# ---- block 1 ----
### Signal metal coverage by tile, block 1

The die is cut into 16 by 16 equal tiles; white is low, dark blue is high, scaled to the fullest tile. Values are wire area over tile area, all layers added.
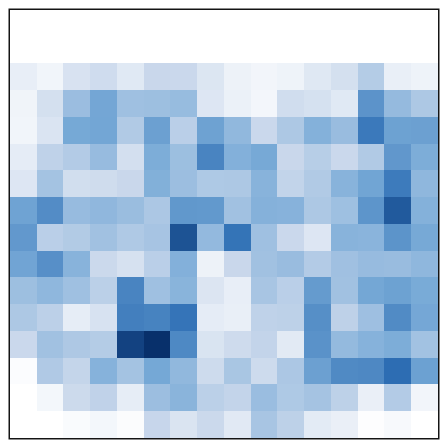

`src/rtl/sram_async_ctrl.sv`:
```
// Controller for an external asynchronous SRAM: turns single-beat valid/ready requests into
// registered CE_n/OE_n/WE_n strobes, with a registered DQ drive enable and a heartbeat LED.
module sram_async_ctrl #(
  parameter int AW          = 20,
  parameter int DW          = 8,
  parameter int RD_CYCLES   = 2,
  parameter int WR_CYCLES   = 2,
  parameter int TURN_CYCLES = 1,
  parameter int CBITS       = 26
) (
  input  logic          i_clk,
  input  logic          i_rst_n,
  input  logic          i_req_valid,
  output logic          o_req_ready,
  input  logic          i_req_we,
  input  logic [AW-1:0] i_req_addr,
  input  logic [DW-1:0] i_req_wdata,
  output logic          o_rsp_valid,
  output logic [DW-1:0] o_rsp_rdata,
  output logic [AW-1:0] o_sram_addr,
  output logic [DW-1:0] o_sram_dq_out,
  output logic          o_sram_dq_oe,
  input  logic [DW-1:0] i_sram_dq_in,
  output logic          o_sram_ce_n,
  output logic          o_sram_oe_n,
  output logic          o_sram_we_n,
  output logic          o_led
);

  if (RD_CYCLES < 1) begin : gen_rd_cycles_err
    $error("sram_async_ctrl: RD_CYCLES must be >= 1");
  end
  if (WR_CYCLES < 1) begin : gen_wr_cycles_err
    $error("sram_async_ctrl: WR_CYCLES must be >= 1");
  end
  if (TURN_CYCLES < 0) begin : gen_turn_cycles_err
    $error("sram_async_ctrl: TURN_CYCLES must be >= 0");
  end

  localparam int MaxRw  = (RD_CYCLES > WR_CYCLES) ? RD_CYCLES : WR_CYCLES;
  localparam int MaxCyc = (MaxRw > TURN_CYCLES) ? MaxRw : TURN_CYCLES;
  // The counter is loaded with (cycles - 1), so it never holds MaxCyc itself.
  localparam int CW     = (MaxCyc > 1) ? $clog2(MaxCyc) : 1;

  localparam logic [CW-1:0] RdLoad   = CW'(RD_CYCLES - 1);
  localparam logic [CW-1:0] WrLoad   = CW'(WR_CYCLES - 1);
  localparam logic [CW-1:0] TurnLoad = CW'((TURN_CYCLES > 0) ? TURN_CYCLES - 1 : 0);

  typedef enum logic [2:0] {
    StIdle,
    StRead,
    StTurn,
    StWsetup,
    StWpulse,
    StWhold
  } state_e;

  state_e           state_q, state_d;
  logic [CW-1:0]    cnt_q, cnt_d;
  logic             ready_q, ready_d;
  logic             rsp_valid_q, rsp_valid_d;
  logic [DW-1:0]    rdata_q, rdata_d;
  logic [AW-1:0]    addr_q, addr_d;
  logic [DW-1:0]    dq_out_q, dq_out_d;
  logic             dq_oe_q, dq_oe_d;
  logic             ce_n_q, ce_n_d;
  logic             oe_n_q, oe_n_d;
  logic             we_n_q, we_n_d;
  logic [CBITS-1:0] hb_q;

  logic accept;
  logic cnt_last;

  assign accept   = (state_q == StIdle) && ready_q && i_req_valid;
  assign cnt_last = (cnt_q == '0);

  // State register: every flop, including the pin registers, clears on reset assertion.
  always_ff @(posedge i_clk or negedge i_rst_n) begin
    if (!i_rst_n) begin
      state_q     <= StIdle;
      cnt_q       <= '0;
      ready_q     <= 1'b0;
      rsp_valid_q <= 1'b0;
      rdata_q     <= '0;
      addr_q      <= '0;
      dq_out_q    <= '0;
      dq_oe_q     <= 1'b0;
      ce_n_q      <= 1'b1;
      oe_n_q      <= 1'b1;
      we_n_q      <= 1'b1;
      hb_q        <= '0;
    end else begin
      state_q     <= state_d;
      cnt_q       <= cnt_d;
      ready_q     <= ready_d;
      rsp_valid_q <= rsp_valid_d;
      rdata_q     <= rdata_d;
      addr_q      <= addr_d;
      dq_out_q    <= dq_out_d;
      dq_oe_q     <= dq_oe_d;
      ce_n_q      <= ce_n_d;
      oe_n_q      <= oe_n_d;
      we_n_q      <= we_n_d;
      hb_q        <= hb_q + CBITS'(1);
    end
  end

  // Next state and dwell counter.
  always_comb begin
    state_d = state_q;
    cnt_d   = cnt_q;
    unique case (state_q)
      StIdle: begin
        if (accept) begin
          state_d = i_req_we ? StWsetup : StRead;
          cnt_d   = i_req_we ? '0 : RdLoad;
        end
      end
      StRead: begin
        if (cnt_last) begin
          if (TURN_CYCLES > 0) begin
            state_d = StTurn;
            cnt_d   = TurnLoad;
          end else begin
            state_d = StIdle;
          end
        end else begin
          cnt_d = cnt_q - 1'b1;
        end
      end
      StTurn: begin
        if (cnt_last) begin
          state_d = StIdle;
        end else begin
          cnt_d = cnt_q - 1'b1;
        end
      end
      StWsetup: begin
        state_d = StWpulse;
        cnt_d   = WrLoad;
      end
      StWpulse: begin
        if (cnt_last) begin
          state_d = StWhold;
        end else begin
          cnt_d = cnt_q - 1'b1;
        end
      end
      StWhold: begin
        state_d = StIdle;
      end
      default: begin
        state_d = StIdle;
        cnt_d   = '0;
      end
    endcase
  end

  // Pin values are decoded from the upcoming state so every strobe leaves a flop.
  always_comb begin
    ready_d     = (state_d == StIdle);
    ce_n_d      = (state_d == StIdle) || (state_d == StTurn);
    oe_n_d      = (state_d != StRead);
    we_n_d      = (state_d != StWpulse);
    dq_oe_d     = (state_d == StWsetup) || (state_d == StWpulse) || (state_d == StWhold);
    rsp_valid_d = (state_q == StRead) && cnt_last;
    rdata_d     = rsp_valid_d ? i_sram_dq_in : rdata_q;
    addr_d      = accept ? i_req_addr : addr_q;
    dq_out_d    = accept ? i_req_wdata : dq_out_q;
  end

  assign o_req_ready   = ready_q;
  assign o_rsp_valid   = rsp_valid_q;
  assign o_rsp_rdata   = rdata_q;
  assign o_sram_addr   = addr_q;
  assign o_sram_dq_out = dq_out_q;
  assign o_sram_dq_oe  = dq_oe_q;
  assign o_sram_ce_n   = ce_n_q;
  assign o_sram_oe_n   = oe_n_q;
  assign o_sram_we_n   = we_n_q;
  assign o_led         = hb_q[CBITS-1];

endmodule

```
`config.mk`:
```
export PLATFORM = sky130hd
export DESIGN_NAME = sram_async_ctrl
export DESIGN_NICKNAME = d
export VERILOG_FILES = /design/src/rtl/sram_async_ctrl.sv
export SDC_FILE = /design/constraint.sdc
export NUM_CORES = 1
export LEC_CHECK = 0
export CORE_MARGIN = 2
export CORE_UTILIZATION = 47
export CTS_BUF_LIST = sky130_fd_sc_hd__clkbuf_4 sky130_fd_sc_hd__clkbuf_8 sky130_fd_sc_hd__clkbuf_16
export CTS_CLUSTER_DIAMETER = 80
export CTS_CLUSTER_SIZE = 28
export DETAILED_ROUTE_END_ITERATION = 8
export GPL_ROUTABILITY_DRIVEN = 1
export PLACE_DENSITY = 0.87
export REMOVE_ABC_BUFFERS = 1
export SYNTH_ARGS = -nofsm -noshare
export SYNTH_HDL_FRONTEND = slang
export SYNTH_SLANG_ARGS = --single-unit
export TNS_END_PERCENT = 50
```
`constraint.sdc`:
```
create_clock -name i_clk -period 2.21 [get_ports i_clk]
set_clock_uncertainty 0.1 [all_clocks]
set_input_delay 0.663 -clock i_clk [delete_from_list [all_inputs] [get_ports i_clk]]
set_output_delay 0.663 -clock i_clk [all_outputs]
set_load 0.03 [all_outputs]
```
# ---- block 2 ----
$ cat src/rtl/featuremap_stream_ctrl.sv
// rtl/featuremap_stream_ctrl.sv - pads one frame with a zero border from lockstep channel FIFOs
// and counts the conv/bias results to flag frame completion.
module featuremap_stream_ctrl #(
  parameter int DATA_WIDTH = 32,
  parameter int WIDTH      = 56,
  parameter int CHANNELS   = 8,
  parameter int OUT_PIXELS = WIDTH * WIDTH
) (
  input  logic                           clk,
  input  logic                           rst,
  input  logic                           start,
  input  logic [CHANNELS-1:0]            fifo_empty,
  input  logic [CHANNELS*DATA_WIDTH-1:0] data_in,
  output logic                           rdreq,
  output logic [CHANNELS*DATA_WIDTH-1:0] data_out,
  output logic                           valid_out,
  input  logic                           result_valid,
  output logic                           busy,
  output logic                           frame_done,
  output logic                           err
);
  localparam int PW = $clog2(WIDTH + 2);
  localparam int CW = $clog2(OUT_PIXELS + 1);
  localparam logic [PW-1:0] P_LAST = PW'(WIDTH + 1);
  localparam logic [PW-1:0] P_ONE  = PW'(1);
  localparam logic [CW-1:0] C_FULL = CW'(OUT_PIXELS);
  localparam logic [CW-1:0] C_ONE  = CW'(1);

  typedef enum logic [1:0] {S_IDLE, S_RUN, S_DRAIN, S_DONE} state_t;

  state_t                         r_state;
  state_t                         w_next;
  logic [PW-1:0]                  r_row;
  logic [PW-1:0]                  r_col;
  logic [CW-1:0]                  r_cnt;
  logic [CHANNELS*DATA_WIDTH-1:0] r_data;
  logic                           r_valid;
  logic                           r_err;
  logic                           w_border;
  logic                           w_last;
  logic                           w_cnt_full;
  logic                           w_advance;
  logic                           w_start_ok;
  logic                           w_count_en;

  assign w_border   = (r_row == '0) || (r_row == P_LAST) || (r_col == '0) || (r_col == P_LAST);
  assign w_last     = (r_row == P_LAST) && (r_col == P_LAST);
  assign w_cnt_full = (r_cnt == C_FULL);
  assign w_start_ok = (r_state == S_IDLE) && start;
  assign w_count_en = result_valid && !w_cnt_full && ((r_state == S_RUN) || (r_state == S_DRAIN));

  always_ff @(posedge clk or negedge rst) begin
    if (!rst) r_state <= S_IDLE;
    else      r_state <= w_next;
  end

  always_comb begin
    w_next     = r_state;
    w_advance  = 1'b0;
    rdreq      = 1'b0;
    busy       = 1'b0;
    frame_done = 1'b0;
    case (r_state)
      S_IDLE: if (start) w_next = S_RUN;
      S_RUN: begin
        busy = 1'b1;
        // a stalled interior pixel holds its position; border pixels never wait on the FIFOs
        w_advance = w_border || !(|fifo_empty);
        rdreq     = !w_border && !(|fifo_empty);
        if (w_advance && w_last) w_next = w_cnt_full ? S_DONE : S_DRAIN;
      end
      S_DRAIN: begin
        busy = 1'b1;
        if (w_cnt_full) w_next = S_DONE;
      end
      S_DONE: begin
        frame_done = 1'b1;
        w_next     = S_IDLE;
      end
      default: w_next = S_IDLE;
    endcase
  end

  always_ff @(posedge clk or negedge rst) begin
    if (!rst) begin
      r_row <= '0;
      r_col <= '0;
    end else if (w_start_ok) begin
      r_row <= '0;
      r_col <= '0;
    end else if (w_advance) begin
      if (r_col == P_LAST) begin
        r_col <= '0;
        r_row <= w_last ? '0 : r_row + P_ONE;
      end else begin
        r_col <= r_col + P_ONE;
      end
    end
  end

  always_ff @(posedge clk or negedge rst) begin
    if (!rst) begin
      r_cnt <= '0;
      r_err <= 1'b0;
    end else begin
      if (w_start_ok)      r_cnt <= '0;
      else if (w_count_en) r_cnt <= r_cnt + C_ONE;
      if (result_valid && ((r_state == S_IDLE) || (r_state == S_DONE) || w_cnt_full)) r_err <= 1'b1;
    end
  end

  always_ff @(posedge clk or negedge rst) begin
    if (!rst) begin
      r_data  <= '0;
      r_valid <= 1'b0;
    end else begin
      r_valid <= w_advance;
      r_data  <= (w_advance && !w_border) ? data_in : '0;
    end
  end

  assign data_out  = r_data;
  assign valid_out = r_valid;
  assign err       = r_err;
endmodule
$ cat config.mk
export PLATFORM = sky130hd
export DESIGN_NAME = featuremap_stream_ctrl
export DESIGN_NICKNAME = d
export VERILOG_FILES = /design/src/rtl/featuremap_stream_ctrl.sv
export SDC_FILE = /design/constraint.sdc
export NUM_CORES = 1
export LEC_CHECK = 0
export ABC_AREA = 1
export CAP_MARGIN = 25
export CORE_AREA = 2 2 205 207
export DETAILED_ROUTE_END_ITERATION = 10
export DIE_AREA = 0 0 207 209
export GPL_ROUTABILITY_DRIVEN = 0
export PLACE_DENSITY = 0.64
export SETUP_SLACK_MARGIN = 0.2
export SLEW_MARGIN = 20
export SYNTH_ARGS = -nofsm -noshare
export SYNTH_HDL_FRONTEND = slang
export SYNTH_SLANG_ARGS = --single-unit
$ cat constraint.sdc
create_clock -name clk -period 2.3 [get_ports clk]
set_input_delay 0.46 -clock clk [delete_from_list [all_inputs] [get_ports clk]]
set_output_delay 0.46 -clock clk [all_outputs]
set_load 0.1 [all_outputs]
# ---- block 3 ----
--- src/rtl/sc_cmdpulse_pkg.sv ---
// Shared state encodings, default parameters and width helper for the
// multi-channel command pulse generator.
package sc_cmdpulse_pkg;

  localparam int DEFAULT_CHANNELS      = 4;
  localparam int DEFAULT_REPEAT_DELAY  = 16;
  localparam int DEFAULT_REPEAT_PERIOD = 8;

  localparam logic [2:0] RESET_0 = 3'd0;
  localparam logic [2:0] START_0 = 3'd1;
  localparam logic [2:0] CHECK_0 = 3'd2;
  localparam logic [2:0] PULSE_0 = 3'd3;
  localparam logic [2:0] HOLD_0  = 3'd4;

  // Index width for a channel count, never narrower than one bit
  function automatic int idxWidth(input int n);
    return (n > 1) ? $clog2(n) : 1;
  endfunction

endpackage

--- src/rtl/sc_prio_enc_low.sv ---
// Priority encoder for active-low requests: reports the lowest-numbered
// channel whose request bit is 0, plus a valid flag when any bit is low.
module sc_prio_enc_low
  import sc_cmdpulse_pkg::*;
#(
  parameter int CHANNELS = DEFAULT_CHANNELS
) (
  input  logic [CHANNELS-1:0]           reqLow,
  output logic [idxWidth(CHANNELS)-1:0] index,
  output logic                          valid
);

  localparam int IDX_W = idxWidth(CHANNELS);

  // Scan from the top down so the lowest-numbered low bit makes the final assignment
  always_comb begin
    index = '0;
    valid = 1'b0;
    for (int i = CHANNELS - 1; i >= 0; i--) begin
      if (!reqLow[i]) begin
        index = IDX_W'(i);
        valid = 1'b1;
      end
    end
  end

endmodule

--- src/rtl/sc_cmdpulse_multi.sv ---
// Multi-channel command pulse generator: captures the lowest-numbered
// pressed channel, issues one active-low strobe, then optionally
// auto-repeats while the owner stays held.
module sc_cmdpulse_multi
  import sc_cmdpulse_pkg::*;
#(
  parameter int CHANNELS      = DEFAULT_CHANNELS,
  parameter int REPEAT_DELAY  = DEFAULT_REPEAT_DELAY,
  parameter int REPEAT_PERIOD = DEFAULT_REPEAT_PERIOD
) (
  input  logic                          SC_CMDPULSE_MULTI_CLOCK_50,
  input  logic                          SC_CMDPULSE_MULTI_RESET_InLow,
  input  logic [CHANNELS-1:0]           SC_CMDPULSE_MULTI_req_InLow,
  input  logic                          SC_CMDPULSE_MULTI_repeat_InHigh,
  output logic [CHANNELS-1:0]           SC_CMDPULSE_MULTI_pulse_OutLow,
  output logic                          SC_CMDPULSE_MULTI_busy_OutHigh,
  output logic [idxWidth(CHANNELS)-1:0] SC_CMDPULSE_MULTI_index_Out
);

  localparam int IDX_W = idxWidth(CHANNELS);
  localparam int CNT_W = $clog2(REPEAT_DELAY + 1);
  localparam logic [CNT_W-1:0] DELAY_LAST  = CNT_W'(REPEAT_DELAY - 1);
  localparam logic [CNT_W-1:0] PERIOD_LAST = CNT_W'(REPEAT_PERIOD - 1);
  localparam logic [CNT_W-1:0] CNT_ONE     = CNT_W'(1);

  logic [2:0]       state;
  logic [IDX_W-1:0] owner;
  logic [CNT_W-1:0] repeatCount;
  logic             repeatingFlag;
  logic [IDX_W-1:0] encIndex;
  logic             encValid;
  logic             ownerReleased;
  logic [CNT_W-1:0] countLast;

  sc_prio_enc_low #(
    .CHANNELS(CHANNELS)
  ) prioEnc (
    .reqLow(SC_CMDPULSE_MULTI_req_InLow),
    .index (encIndex),
    .valid (encValid)
  );

  assign ownerReleased = SC_CMDPULSE_MULTI_req_InLow[owner];
  assign countLast     = repeatingFlag ? PERIOD_LAST : DELAY_LAST;

  // Control FSM with owner capture and the auto-repeat counter
  always_ff @(posedge SC_CMDPULSE_MULTI_CLOCK_50 or negedge SC_CMDPULSE_MULTI_RESET_InLow) begin
    if (!SC_CMDPULSE_MULTI_RESET_InLow) begin
      state         <= RESET_0;
      owner         <= '0;
      repeatCount   <= '0;
      repeatingFlag <= 1'b0;
    end else begin
      case (state)
        RESET_0: state <= START_0;
        START_0: state <= CHECK_0;
        CHECK_0: begin
          repeatingFlag <= 1'b0;
          repeatCount   <= '0;
          if (encValid) begin
            owner <= encIndex;
            state <= PULSE_0;
          end
        end
        PULSE_0: begin
          repeatCount <= '0;
          state       <= HOLD_0;
        end
        HOLD_0: begin
          if (ownerReleased) begin
            repeatCount   <= '0;
            repeatingFlag <= 1'b0;
            state         <= CHECK_0;
          end else if (SC_CMDPULSE_MULTI_repeat_InHigh) begin
            if (repeatCount == countLast) begin
              repeatingFlag <= 1'b1;
              state         <= PULSE_0;
            end else begin
              repeatCount <= repeatCount + CNT_ONE;
            end
          end else begin
            repeatCount <= '0;
          end
        end
        default: begin
          repeatCount   <= '0;
          repeatingFlag <= 1'b0;
          state         <= CHECK_0;
        end
      endcase
    end
  end

  // Moore output decode from registered state and owner only
  always_comb begin
    SC_CMDPULSE_MULTI_pulse_OutLow = '1;
    if (state == PULSE_0) begin
      SC_CMDPULSE_MULTI_pulse_OutLow[owner] = 1'b0;
    end
    SC_CMDPULSE_MULTI_busy_OutHigh = (state == PULSE_0) || (state == HOLD_0);
    SC_CMDPULSE_MULTI_index_Out    = owner;
  end

endmodule

--- config.mk ---
export PLATFORM = sky130hd
export DESIGN_NAME = sc_cmdpulse_multi
export DESIGN_NICKNAME = d
export VERILOG_FILES = /design/src/rtl/sc_cmdpulse_pkg.sv /design/src/rtl/sc_prio_enc_low.sv /design/src/rtl/sc_cmdpulse_multi.sv
export SDC_FILE = /design/constraint.sdc
export NUM_CORES = 1
export LEC_CHECK = 0
export CORE_AREA = 5 5 42 44
export CTS_CLUSTER_DIAMETER = 150
export CTS_CLUSTER_SIZE = 40
export DETAILED_ROUTE_END_ITERATION = 7
export DIE_AREA = 0 0 47 49
export PLACE_DENSITY = 0.79
export SLEW_MARGIN = 20
export SYNTH_ARGS = -nofsm -noshare
export SYNTH_HDL_FRONTEND = slang
export SYNTH_SLANG_ARGS = --single-unit
--- constraint.sdc ---
create_clock -name SC_CMDPULSE_MULTI_CLOCK_50 -period 4.1 [get_ports SC_CMDPULSE_MULTI_CLOCK_50]
set_clock_uncertainty 0.05 [all_clocks]
set_input_delay 0.615 -clock SC_CMDPULSE_MULTI_CLOCK_50 [delete_from_list [all_inputs] [get_ports SC_CMDPULSE_MULTI_CLOCK_50]]
set_output_delay 0.615 -clock SC_CMDPULSE_MULTI_CLOCK_50 [all_outputs]
set_load 0.01 [all_outputs]
# ---- block 4 ----
===== src/rtl/common_fifo_wr_arbiter_rr.sv =====
// Round-robin write arbiter in front of a single-write-port FIFO.
// Requesters present valid/ready word streams. One is granted per cycle.
// A grantee may hold the port for up to BURST_MAX consecutive words.
// Handshake: a word moves when req_valid[i] & req_ready[i] are both high
// at a clock edge. req_ready is combinational from inputs and state.
// Valid may drop at any time without penalty.
module common_fifo_wr_arbiter_rr #(
  parameter int ARB_PORTS_LOG2 = 2,
  parameter int DATA_WIDTH     = 1,
  parameter int BURST_MAX      = 4
) (
  input  logic                                       clk,
  input  logic                                       reset,
  input  logic [(1 << ARB_PORTS_LOG2)-1:0]           req_valid,
  input  logic [(1 << ARB_PORTS_LOG2)*DATA_WIDTH-1:0] req_data,
  output logic [(1 << ARB_PORTS_LOG2)-1:0]           req_ready,
  output logic [DATA_WIDTH-1:0]                      fifo_din,
  output logic                                       fifo_wen,
  input  logic                                       fifo_full,
  output logic                                       grant_valid,
  output logic [ARB_PORTS_LOG2-1:0]                  grant_id,
  output logic                                       dbg_state,
  output logic [ARB_PORTS_LOG2-1:0]                  dbg_prio_ptr,
  output logic [ARB_PORTS_LOG2-1:0]                  dbg_owner,
  output logic [$clog2(BURST_MAX+1)-1:0]             dbg_burst_cnt
);

  localparam int L  = ARB_PORTS_LOG2;
  localparam int N  = 1 << ARB_PORTS_LOG2;
  localparam int CW = $clog2(BURST_MAX + 1);

  typedef enum logic {IDLE = 1'b0, LOCK = 1'b1} state_t;

  state_t        state, state_n;
  logic [L-1:0]  prio_ptr, prio_ptr_n;
  logic [L-1:0]  owner, owner_n;
  logic [CW-1:0] burst_cnt, burst_cnt_n;
  logic [L-1:0]  sel, cand;
  logic          sel_valid, owner_hold, accept;

  // Pick the grantee: a still-valid lock owner wins, otherwise scan from prio_ptr.
  always_comb begin
    sel        = '0;
    sel_valid  = 1'b0;
    owner_hold = 1'b0;
    cand       = '0;
    if (state == LOCK && req_valid[owner]) begin
      sel        = owner;
      sel_valid  = 1'b1;
      owner_hold = 1'b1;
    end else begin
      for (int k = 0; k < N; k++) begin
        cand = prio_ptr + L'(k);
        if (!sel_valid && req_valid[cand]) begin
          sel       = cand;
          sel_valid = 1'b1;
        end
      end
    end
    // Nothing is granted while reset is held.
    if (reset) begin
      sel        = '0;
      sel_valid  = 1'b0;
      owner_hold = 1'b0;
    end
  end

  assign accept = sel_valid & ~fifo_full;

  // Drive the FIFO write port and the one-hot ready from the selection.
  always_comb begin
    grant_valid = sel_valid;
    grant_id    = sel;
    fifo_wen    = accept;
    req_ready   = '0;
    fifo_din    = '0;
    if (accept) req_ready = N'(1) << sel;
    if (sel_valid) fifo_din = req_data[int'(sel)*DATA_WIDTH +: DATA_WIDTH];
  end

  // Next-state: lock/burst bookkeeping and priority rotation on accept.
  always_comb begin
    state_n     = state;
    prio_ptr_n  = prio_ptr;
    owner_n     = owner;
    burst_cnt_n = burst_cnt;
    if (accept) begin
      if (owner_hold) begin
        if (burst_cnt + CW'(1) == CW'(BURST_MAX)) begin
          state_n     = IDLE;
          burst_cnt_n = '0;
        end else begin
          burst_cnt_n = burst_cnt + CW'(1);
        end
      end else begin
        // Fresh grant (from IDLE or a released lock): owner drops to lowest priority.
        prio_ptr_n = sel + L'(1);
        if (BURST_MAX > 1) begin
          state_n     = LOCK;
          owner_n     = sel;
          burst_cnt_n = CW'(1);
        end
      end
    end else if (state == LOCK && !req_valid[owner]) begin
      state_n     = IDLE;
      burst_cnt_n = '0;
    end
  end

  // State registers with synchronous reset.
  always_ff @(posedge clk) begin
    if (reset) begin
      state     <= IDLE;
      prio_ptr  <= '0;
      owner     <= '0;
      burst_cnt <= '0;
    end else begin
      state     <= state_n;
      prio_ptr  <= prio_ptr_n;
      owner     <= owner_n;
      burst_cnt <= burst_cnt_n;
    end
  end

  assign dbg_state     = state;
  assign dbg_prio_ptr  = prio_ptr;
  assign dbg_owner     = owner;
  assign dbg_burst_cnt = burst_cnt;

endmodule


===== config.mk =====
export PLATFORM = sky130hd
export DESIGN_NAME = common_fifo_wr_arbiter_rr
export DESIGN_NICKNAME = d
export VERILOG_FILES = /design/src/rtl/common_fifo_wr_arbiter_rr.sv
export SDC_FILE = /design/constraint.sdc
export NUM_CORES = 1
export LEC_CHECK = 0
export ABC_AREA = 1
export CORE_AREA = 2 2 47 49
export CTS_CLUSTER_SIZE = 40
export DETAILED_ROUTE_END_ITERATION = 10
export DIE_AREA = 0 0 49 51
export GPL_TIMING_DRIVEN = 0
export PLACE_DENSITY = 0.86
export RECOVER_POWER = 100
export SYNTH_ARGS = -nofsm -noshare
export SYNTH_HDL_FRONTEND = slang
export SYNTH_SLANG_ARGS = --single-unit

===== constraint.sdc =====
create_clock -name clk -period 5.4 [get_ports clk]
set_clock_uncertainty 0.15 [all_clocks]
set_input_delay 1.35 -clock clk [delete_from_list [all_inputs] [get_ports clk]]
set_output_delay 1.35 -clock clk [all_outputs]
set_load 0.01 [all_outputs]

### Ports around the boundary, block 4

Scale bar: 10 um. Pins as bars across the die edge, other pins in grey.
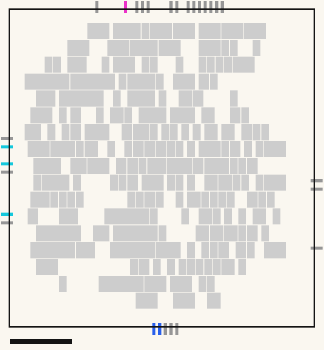
[`dbg_owner`] blue | pins: 2 | direction: output | edge: bottom
[`dbg_burst_cnt`] cyan | pins: 3 | direction: output | edge: left
[`fifo_wen`] magenta | pins: 1 | direction: output | edge: top
Die Width: 49 um
Die Y: 51 um
number of input and output port buffers inserted: 26

==> metrics.log, block 4 <==
[report] implementation figures
INFO  metric switching_share = 41.24%
INFO  metric grt.busiest_layer = met2
INFO  metric top_signal_layer_used = met3
INFO  metric groute.layer.met2.usage = 39.50%
INFO  metric path_cells = clkdlybuf4s50_1, nand2_1, nand3_1, nand3_1, nor2_2, inv_2, nor2_1, o21bai_2, ha_1, inv_1, nor2_1, clkdlybuf4s50_1
INFO  metric cts.repair_timing.setup_buffer_count = 0
INFO  metric power.combinational.fraction = 55.2%
INFO  metric detailedPlace.worstSlack = 0.1368 ns
INFO  metric met2_wirelength = 1.218 mm
INFO  metric cellPowerDensity = 192.5 mW/mm^2
INFO  metric globalRouteTotalUtil = 19.30%
INFO  metric worst_r2r_start = dbg_prio_ptr[1]
INFO  metric finalCritPeriodShare = 96.30%
INFO  metric drt-wirelength-per-cell = 10.00 um
INFO  metric final_nets = 210
INFO  metric setup_repair_after_global_routing_missed_its_margin = true
INFO  metric grt_start_max_net_pins = 11
INFO  metric finalHoldWorstSlack = 0.3572 ns
INFO  metric worst_pin_slew = 0.2704 ns
INFO  metric weighted_congestion_at_the_end_of_routability_driven_global_placement = 0.8339
INFO  metric cp_slowest_stage_delay = 0.54 ns
INFO  metric r2r_slack = 3.25 ns
INFO  metric io_pins = 28
INFO  metric numPlacedInstances = 216
INFO  metric die_area = 0.002499 sq mm
INFO  metric power.switching = 0.1017 mW
INFO  metric post-layout-total-power = 0.2467 mW
INFO  metric power.internal = 0.1449 mW
INFO  metric std_cell_rows = 17
INFO  metric timing_limited_maximum_frequency = 0.1923 GHz
INFO  metric worstPathArrival = 3.70 ns
INFO  metric clkSlewWorstSetupHoldPaths = 0.05 ns
INFO  metric vias = 1,042
INFO  metric met3RoutedLength = 57 um
INFO  metric yosys.stat.seqShare = 16.80%
INFO  metric post_cts.resized_instances = 0
INFO  metric synth_cell_type_count = 23
INFO  metric status = finished clean
block 4: area by class of cell:
class / instances / area (sq um)
Buffer: 2 / 16.27
Clock buffer: 3 / 22.52
Fill cell: 202 / 782.0
Inverter: 26 / 102.6
Multi-Input combinational cell: 126 / 681.9
Sequential cell: 8 / 160.2
Tap cell: 28 / 35.03
Timing Repair Buffer: 26 / 262.8
block 4: logic make-up (layout without fill, tap and decap cells):
kind of cell,Yosys count,after routing,share of synthesized area (%)
xor+xnor,1,1,0.9188
buf+inv,28,57,12.47
flops,8,8,16.80
fa+ha+maj,6,6,7.874
compound gates,11,11,8.267
simple gates,108,108,53.67
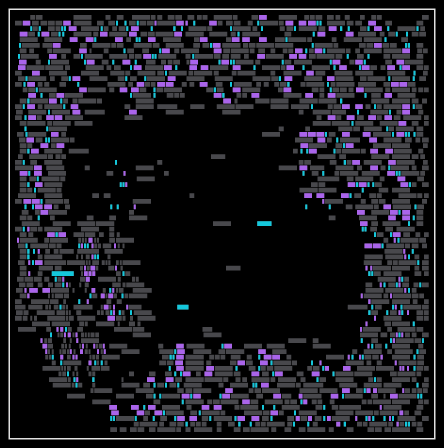
*Gate families picked out, block 2*
[NOR gates] purple | cells: 306 | where: spread over the die
[inverters] cyan | cells: 285 | where: spread over the die
number of standard cells in the final layout excluding fillers: 2,199
logic share of the area: 18.78%

==> metrics.log, block 2 <==
[report] implementation figures
INFO  metric worst_r2r_start = r_col[1]
INFO  metric nonClockBufferCount = 584
INFO  metric r2r_slack = 0.29 ns
INFO  metric synth.cellmix.compoundShare = 1.004%
INFO  metric critPathLaunch = r_col[0]
INFO  metric timing.critical_path.from_type = flop
INFO  metric post_synth_most_frequent_cells = dfrtp_1 (284), inv_1 (278), nor2_4 (202)
INFO  metric worstPathArrival = 1.85 ns
INFO  metric status = complete, but fails checks
INFO  metric antenna_cells = 0
INFO  metric leakage = 9.930 nW
INFO  metric violations = negative setup slack
INFO  metric die_y = 209 um
INFO  metric numPlacedInstances = 2,112
INFO  metric warnings = 38
INFO  metric fin_ws = -0.009674 ns
INFO  metric ys_sh_simple = 26.16%
INFO  metric dp_hpwl = 26.13 mm
INFO  metric timing.critical_path.required = 1.84 ns
INFO  metric final_setup_violating_endpoints = 1
INFO  metric path_max_fanout = 3
==> block 2: metal layers <==
layer	share of wire [%]	wire length, um	track usage [%]	vias up
met5	0.036	13	0	-
met4	3.0	1074	5.640	2
met3	7.1	2519	5.065	68
met2	50	17990	26.85	319
met1	40	14110	18.83	4176
li1	-	-	-	4143
==> block 2: through the flow <==
| step | area (sq um) | setup slack [ns] |
|---|---|---|
| after global placement | 17470 | 0.1702 |
| after global routing | 19180 | -0.1044 |
| after floorplan | 12220 | 0.1604 |
| after CTS | 18830 | -0.04179 |
| final | 19180 | -0.009674 |
| after detailed placement | 17470 | 0.1776 |
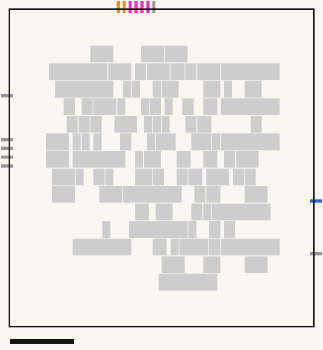
*Ports around the boundary, block 3*
Scale bar: 10 um. Pins as bars across the die edge, other pins in grey.
[`SC_CMDPULSE_MULTI_index_Out`] orange | pins: 2 | direction: output | edge: top
[`SC_CMDPULSE_MULTI_pulse_OutLow`] magenta | pins: 4 | direction: output | edge: top
[`SC_CMDPULSE_MULTI_repeat_InHigh`] blue | pins: 1 | direction: input | edge: right
all pins by edge: 7 top, 5 left, 2 right
Die Y: 49 um
Die Width: 47 um
number of input and output port buffers inserted: 13

==> metrics.log, block 3 <==
[report] implementation figures
INFO  metric timing_limited_maximum_frequency = 0.3937 GHz
INFO  metric dp_hpwl = 1.195 mm
INFO  metric detailedPlace.worstSlack = 1.756 ns
INFO  metric worstHoldPathType = reg -> reg
INFO  metric pwr.group.sequential = 0.183 mW
INFO  metric finalHoldWorstSlack = 0.4615 ns
INFO  metric pwr.group.clock = 0.0754 mW
INFO  metric synthesis.area_per_instance = 8.457 sq um
INFO  metric well_tap_count = 16
INFO  metric power_frac_seq = 40.8%
INFO  metric cp_slowest_stage_delay = 0.54 ns
INFO  metric drtAntennaViolNets = 0
INFO  metric nonClockBufferCount = 13
INFO  metric layout_top_cells = clkdlybuf4s50_1 (13), dfrtp_1 (11), nand2_1 (9)
INFO  metric layout.clock.cell_area_share = 3.148%
INFO  metric clk_path_buf_depth = 2
INFO  metric yosys-dominant-comb-family = simple AND/OR/NAND/NOR gates
INFO  metric worstHoldPathCells = 1
INFO  metric path_max_fanout = 10
INFO  metric fin_ws = 1.560 ns
INFO  metric critPathLaunch = state[1]
INFO  metric status = finished clean
INFO  metric worst-path-stages = 3
INFO  metric placed_standard_cell_area = 808.3 sq um
INFO  metric timing.critical_path.required = 3.43 ns
INFO  metric setup_repair_after_global_routing_missed_its_margin = false
INFO  metric hold_start = repeatCount[0]
INFO  metric met2_wirelength = 759 um
INFO  metric cts.repair_timing.setup_buffer_count = 0
INFO  metric antenna_cells = 0
INFO  metric nMultiInputCombCells = 61
INFO  metric syn-instance-count = 79
INFO  metric ys_dominant_reg_cell = dfrtp_1
[block 3: cell families after synthesis]
group / count (synthesis)
AOI/OAI and AO/OA: 21
xor gates and xnor gates: 1
adders and majority gates: 1
buffers and inverters: 7
DFF: 11
muxes: 3
and+or+nand+nor: 35
[block 3: registers in the layout (all words and copies together), names as in the netlist]
name	cells
SC_CMDPULSE_MULTI_index_Out	2
repeatCount	5
state	3
repeatingFlag	1
[block 3: metal layers]
layer	GRT usage [%]	vias up
li1	-	315
met1	17.38	314
met2	24.66	16
met3	3.321	9
met4	9.677	0
met5	0	-
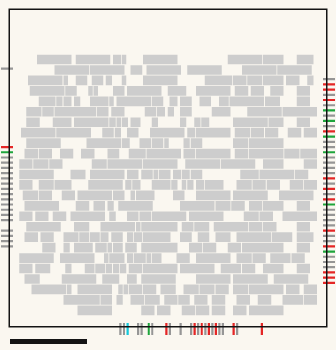
*Ports around the boundary, block 1*
Scale bar: 20 um. Pins as bars across the die edge, other pins in grey.
[`i_req_wdata`] green | pins: 8 | direction: input | edge: 6 right, 1 left, 1 bottom
[`i_req_addr`] red | pins: 20 | direction: input | edge: 12 right, 7 bottom, 1 left
[`i_req_valid`] cyan | pins: 1 | direction: input | edge: bottom
all pins by edge: 40 right, 23 bottom, 20 left
number of input and output port buffers inserted: 82
Die Width: 82.25 um

Notes on 'Signal metal coverage by tile' of block 1 above:
nearly empty tiles: 15%
fullest tile: 0.46
mean over tiles: 0.14
aggregate routed wire length: 5.686 mm
final routed wire length divided by cell count: 15.00 um
Vias: 1,915
global routing usage summed across all routing layers: 18.29%

==> metrics.log, block 1 <==
[report] implementation figures
INFO  metric cts_max_level = 3
INFO  metric routed_via_count_divided_by_cell_count = 5.053
INFO  metric worst_r2r_endpoint = o_sram_addr[3]
INFO  metric clk-insertion-delay-late = 0.33 ns
INFO  metric share_of_the_synthesized_area_in_the_top_cell_type = 60.00%
INFO  metric synth.yosys.chip_area = 0.002878 sq mm
INFO  metric placed_standard_cell_area = 0.003826 sq mm
INFO  metric synth.cell_area = 0.002878 sq mm
INFO  metric largest_reg_flops = 26
INFO  metric final-hold-violation-count = 0
INFO  metric worstPathArrival = 1.39 ns
INFO  metric global_route_wire_length_before_repair = 9.183 mm
INFO  metric wl_met1 = 2.253 mm
INFO  metric period_needed = 2.156 ns
INFO  metric groute.layer.met2.usage = 30.56%
INFO  metric global_route.usage.met3 = 8.043%
INFO  metric sequential_cell_count_of_the_final_layout = 72
INFO  metric final-instance-count-excl-fill = 379
INFO  metric top_signal_layer_used = met4
INFO  metric worst-path-stages = 1
INFO  metric heaviest_power_group = combinational logic
INFO  metric syn-instance-count = 205
INFO  metric overflow = 0
INFO  metric synth.mux.area_fraction = 15.26%
INFO  metric first_pass_iters = 4
INFO  metric clockBufferCount = 9
INFO  metric status = finished clean
INFO  metric weighted_congestion_at_the_end_of_routability_driven_global_placement = 0.7788
INFO  metric nonClkBufAreaFrac = 22.48%
INFO  metric power_frac_seq = 36.3%
INFO  metric post-layout-total-power = 5.502 mW
INFO  metric power.switching = 1.967 mW
INFO  metric post-synth-top-count-cell = dfrtp_1
INFO  metric timing.critical_path.from_type = flop
INFO  metric cp_slowest_stage_delay = 0.68 ns
INFO  metric power.clock.fraction = 20.2%
INFO  metric met2_wirelength = 2.765 mm
INFO  metric synth-warning-count = 0
INFO  metric grt_antenna_before_repair = 0
[block 1: cell usage in the layout, fill, tap and decap left out, drive strengths merged, types with 3 or more instances in the layout]
cell type and n:
dlymetal6s2s 6, nand3 13, clkdlybuf4s50 72, clkinv 5
nor2 8, buf 9, dfrtp 69, nand4 5
mux2 36, xnor2 17, xor2 7, inv 4
dlygate4sd2 3, a21oi 4, dfstp 3, nand2 6
and3 6, clkbuf 9, nor3 4
[block 1: what timing repair did]
action,in CTS,in global routing
resized,3,6
buffers inserted,0,0
setup endpoints to repair,3,6


## Gallery

Clock nets.
Plate I
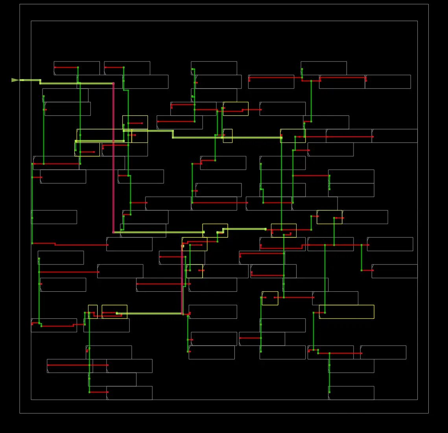
Plate II
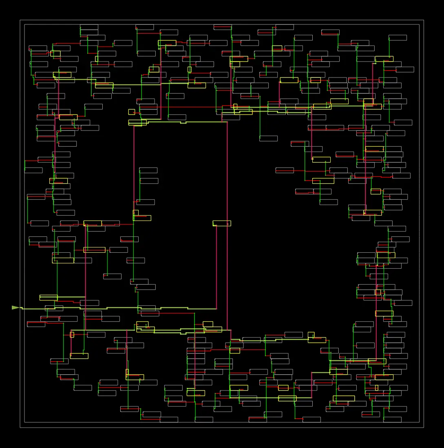
Plate III
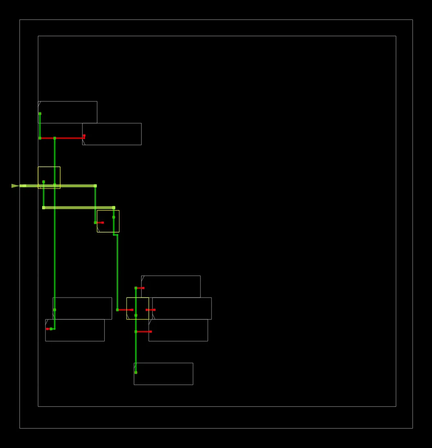
- block 2 = Plate II
- block 1 = Plate I
- block 4 = Plate III
- most clock buffers: Plate II
- most sequential cells: Plate II


==> notes/layouts.md <==
Pictures saved along the way, in no particular order.

Gate families picked out.
image #1
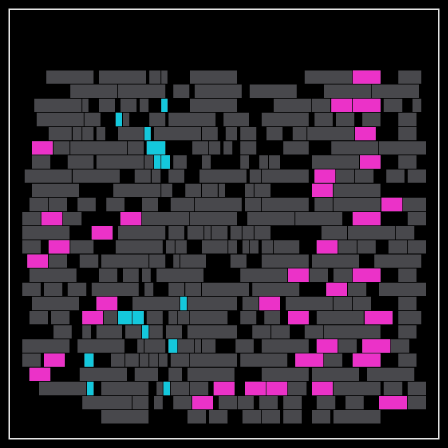
image #2
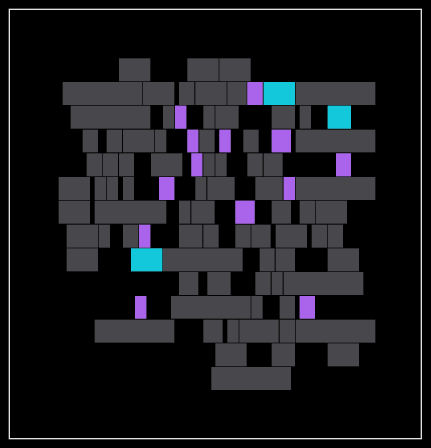
image #3
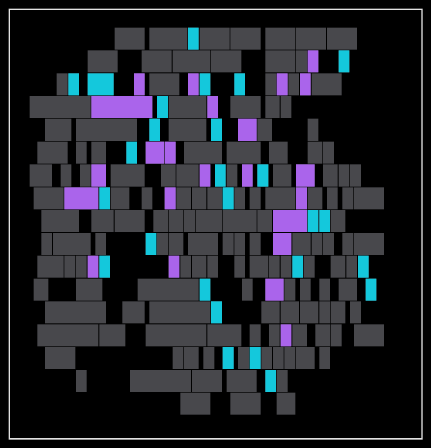
- image #2 = block 3
- image #1 = block 1
- image #3 = block 4

Key to image #2:
[AND-OR and OR-AND gates] cyan | cells: 3
[NOR gates] purple | cells: 13

Power is estimated from default activity; no workload was simulated.
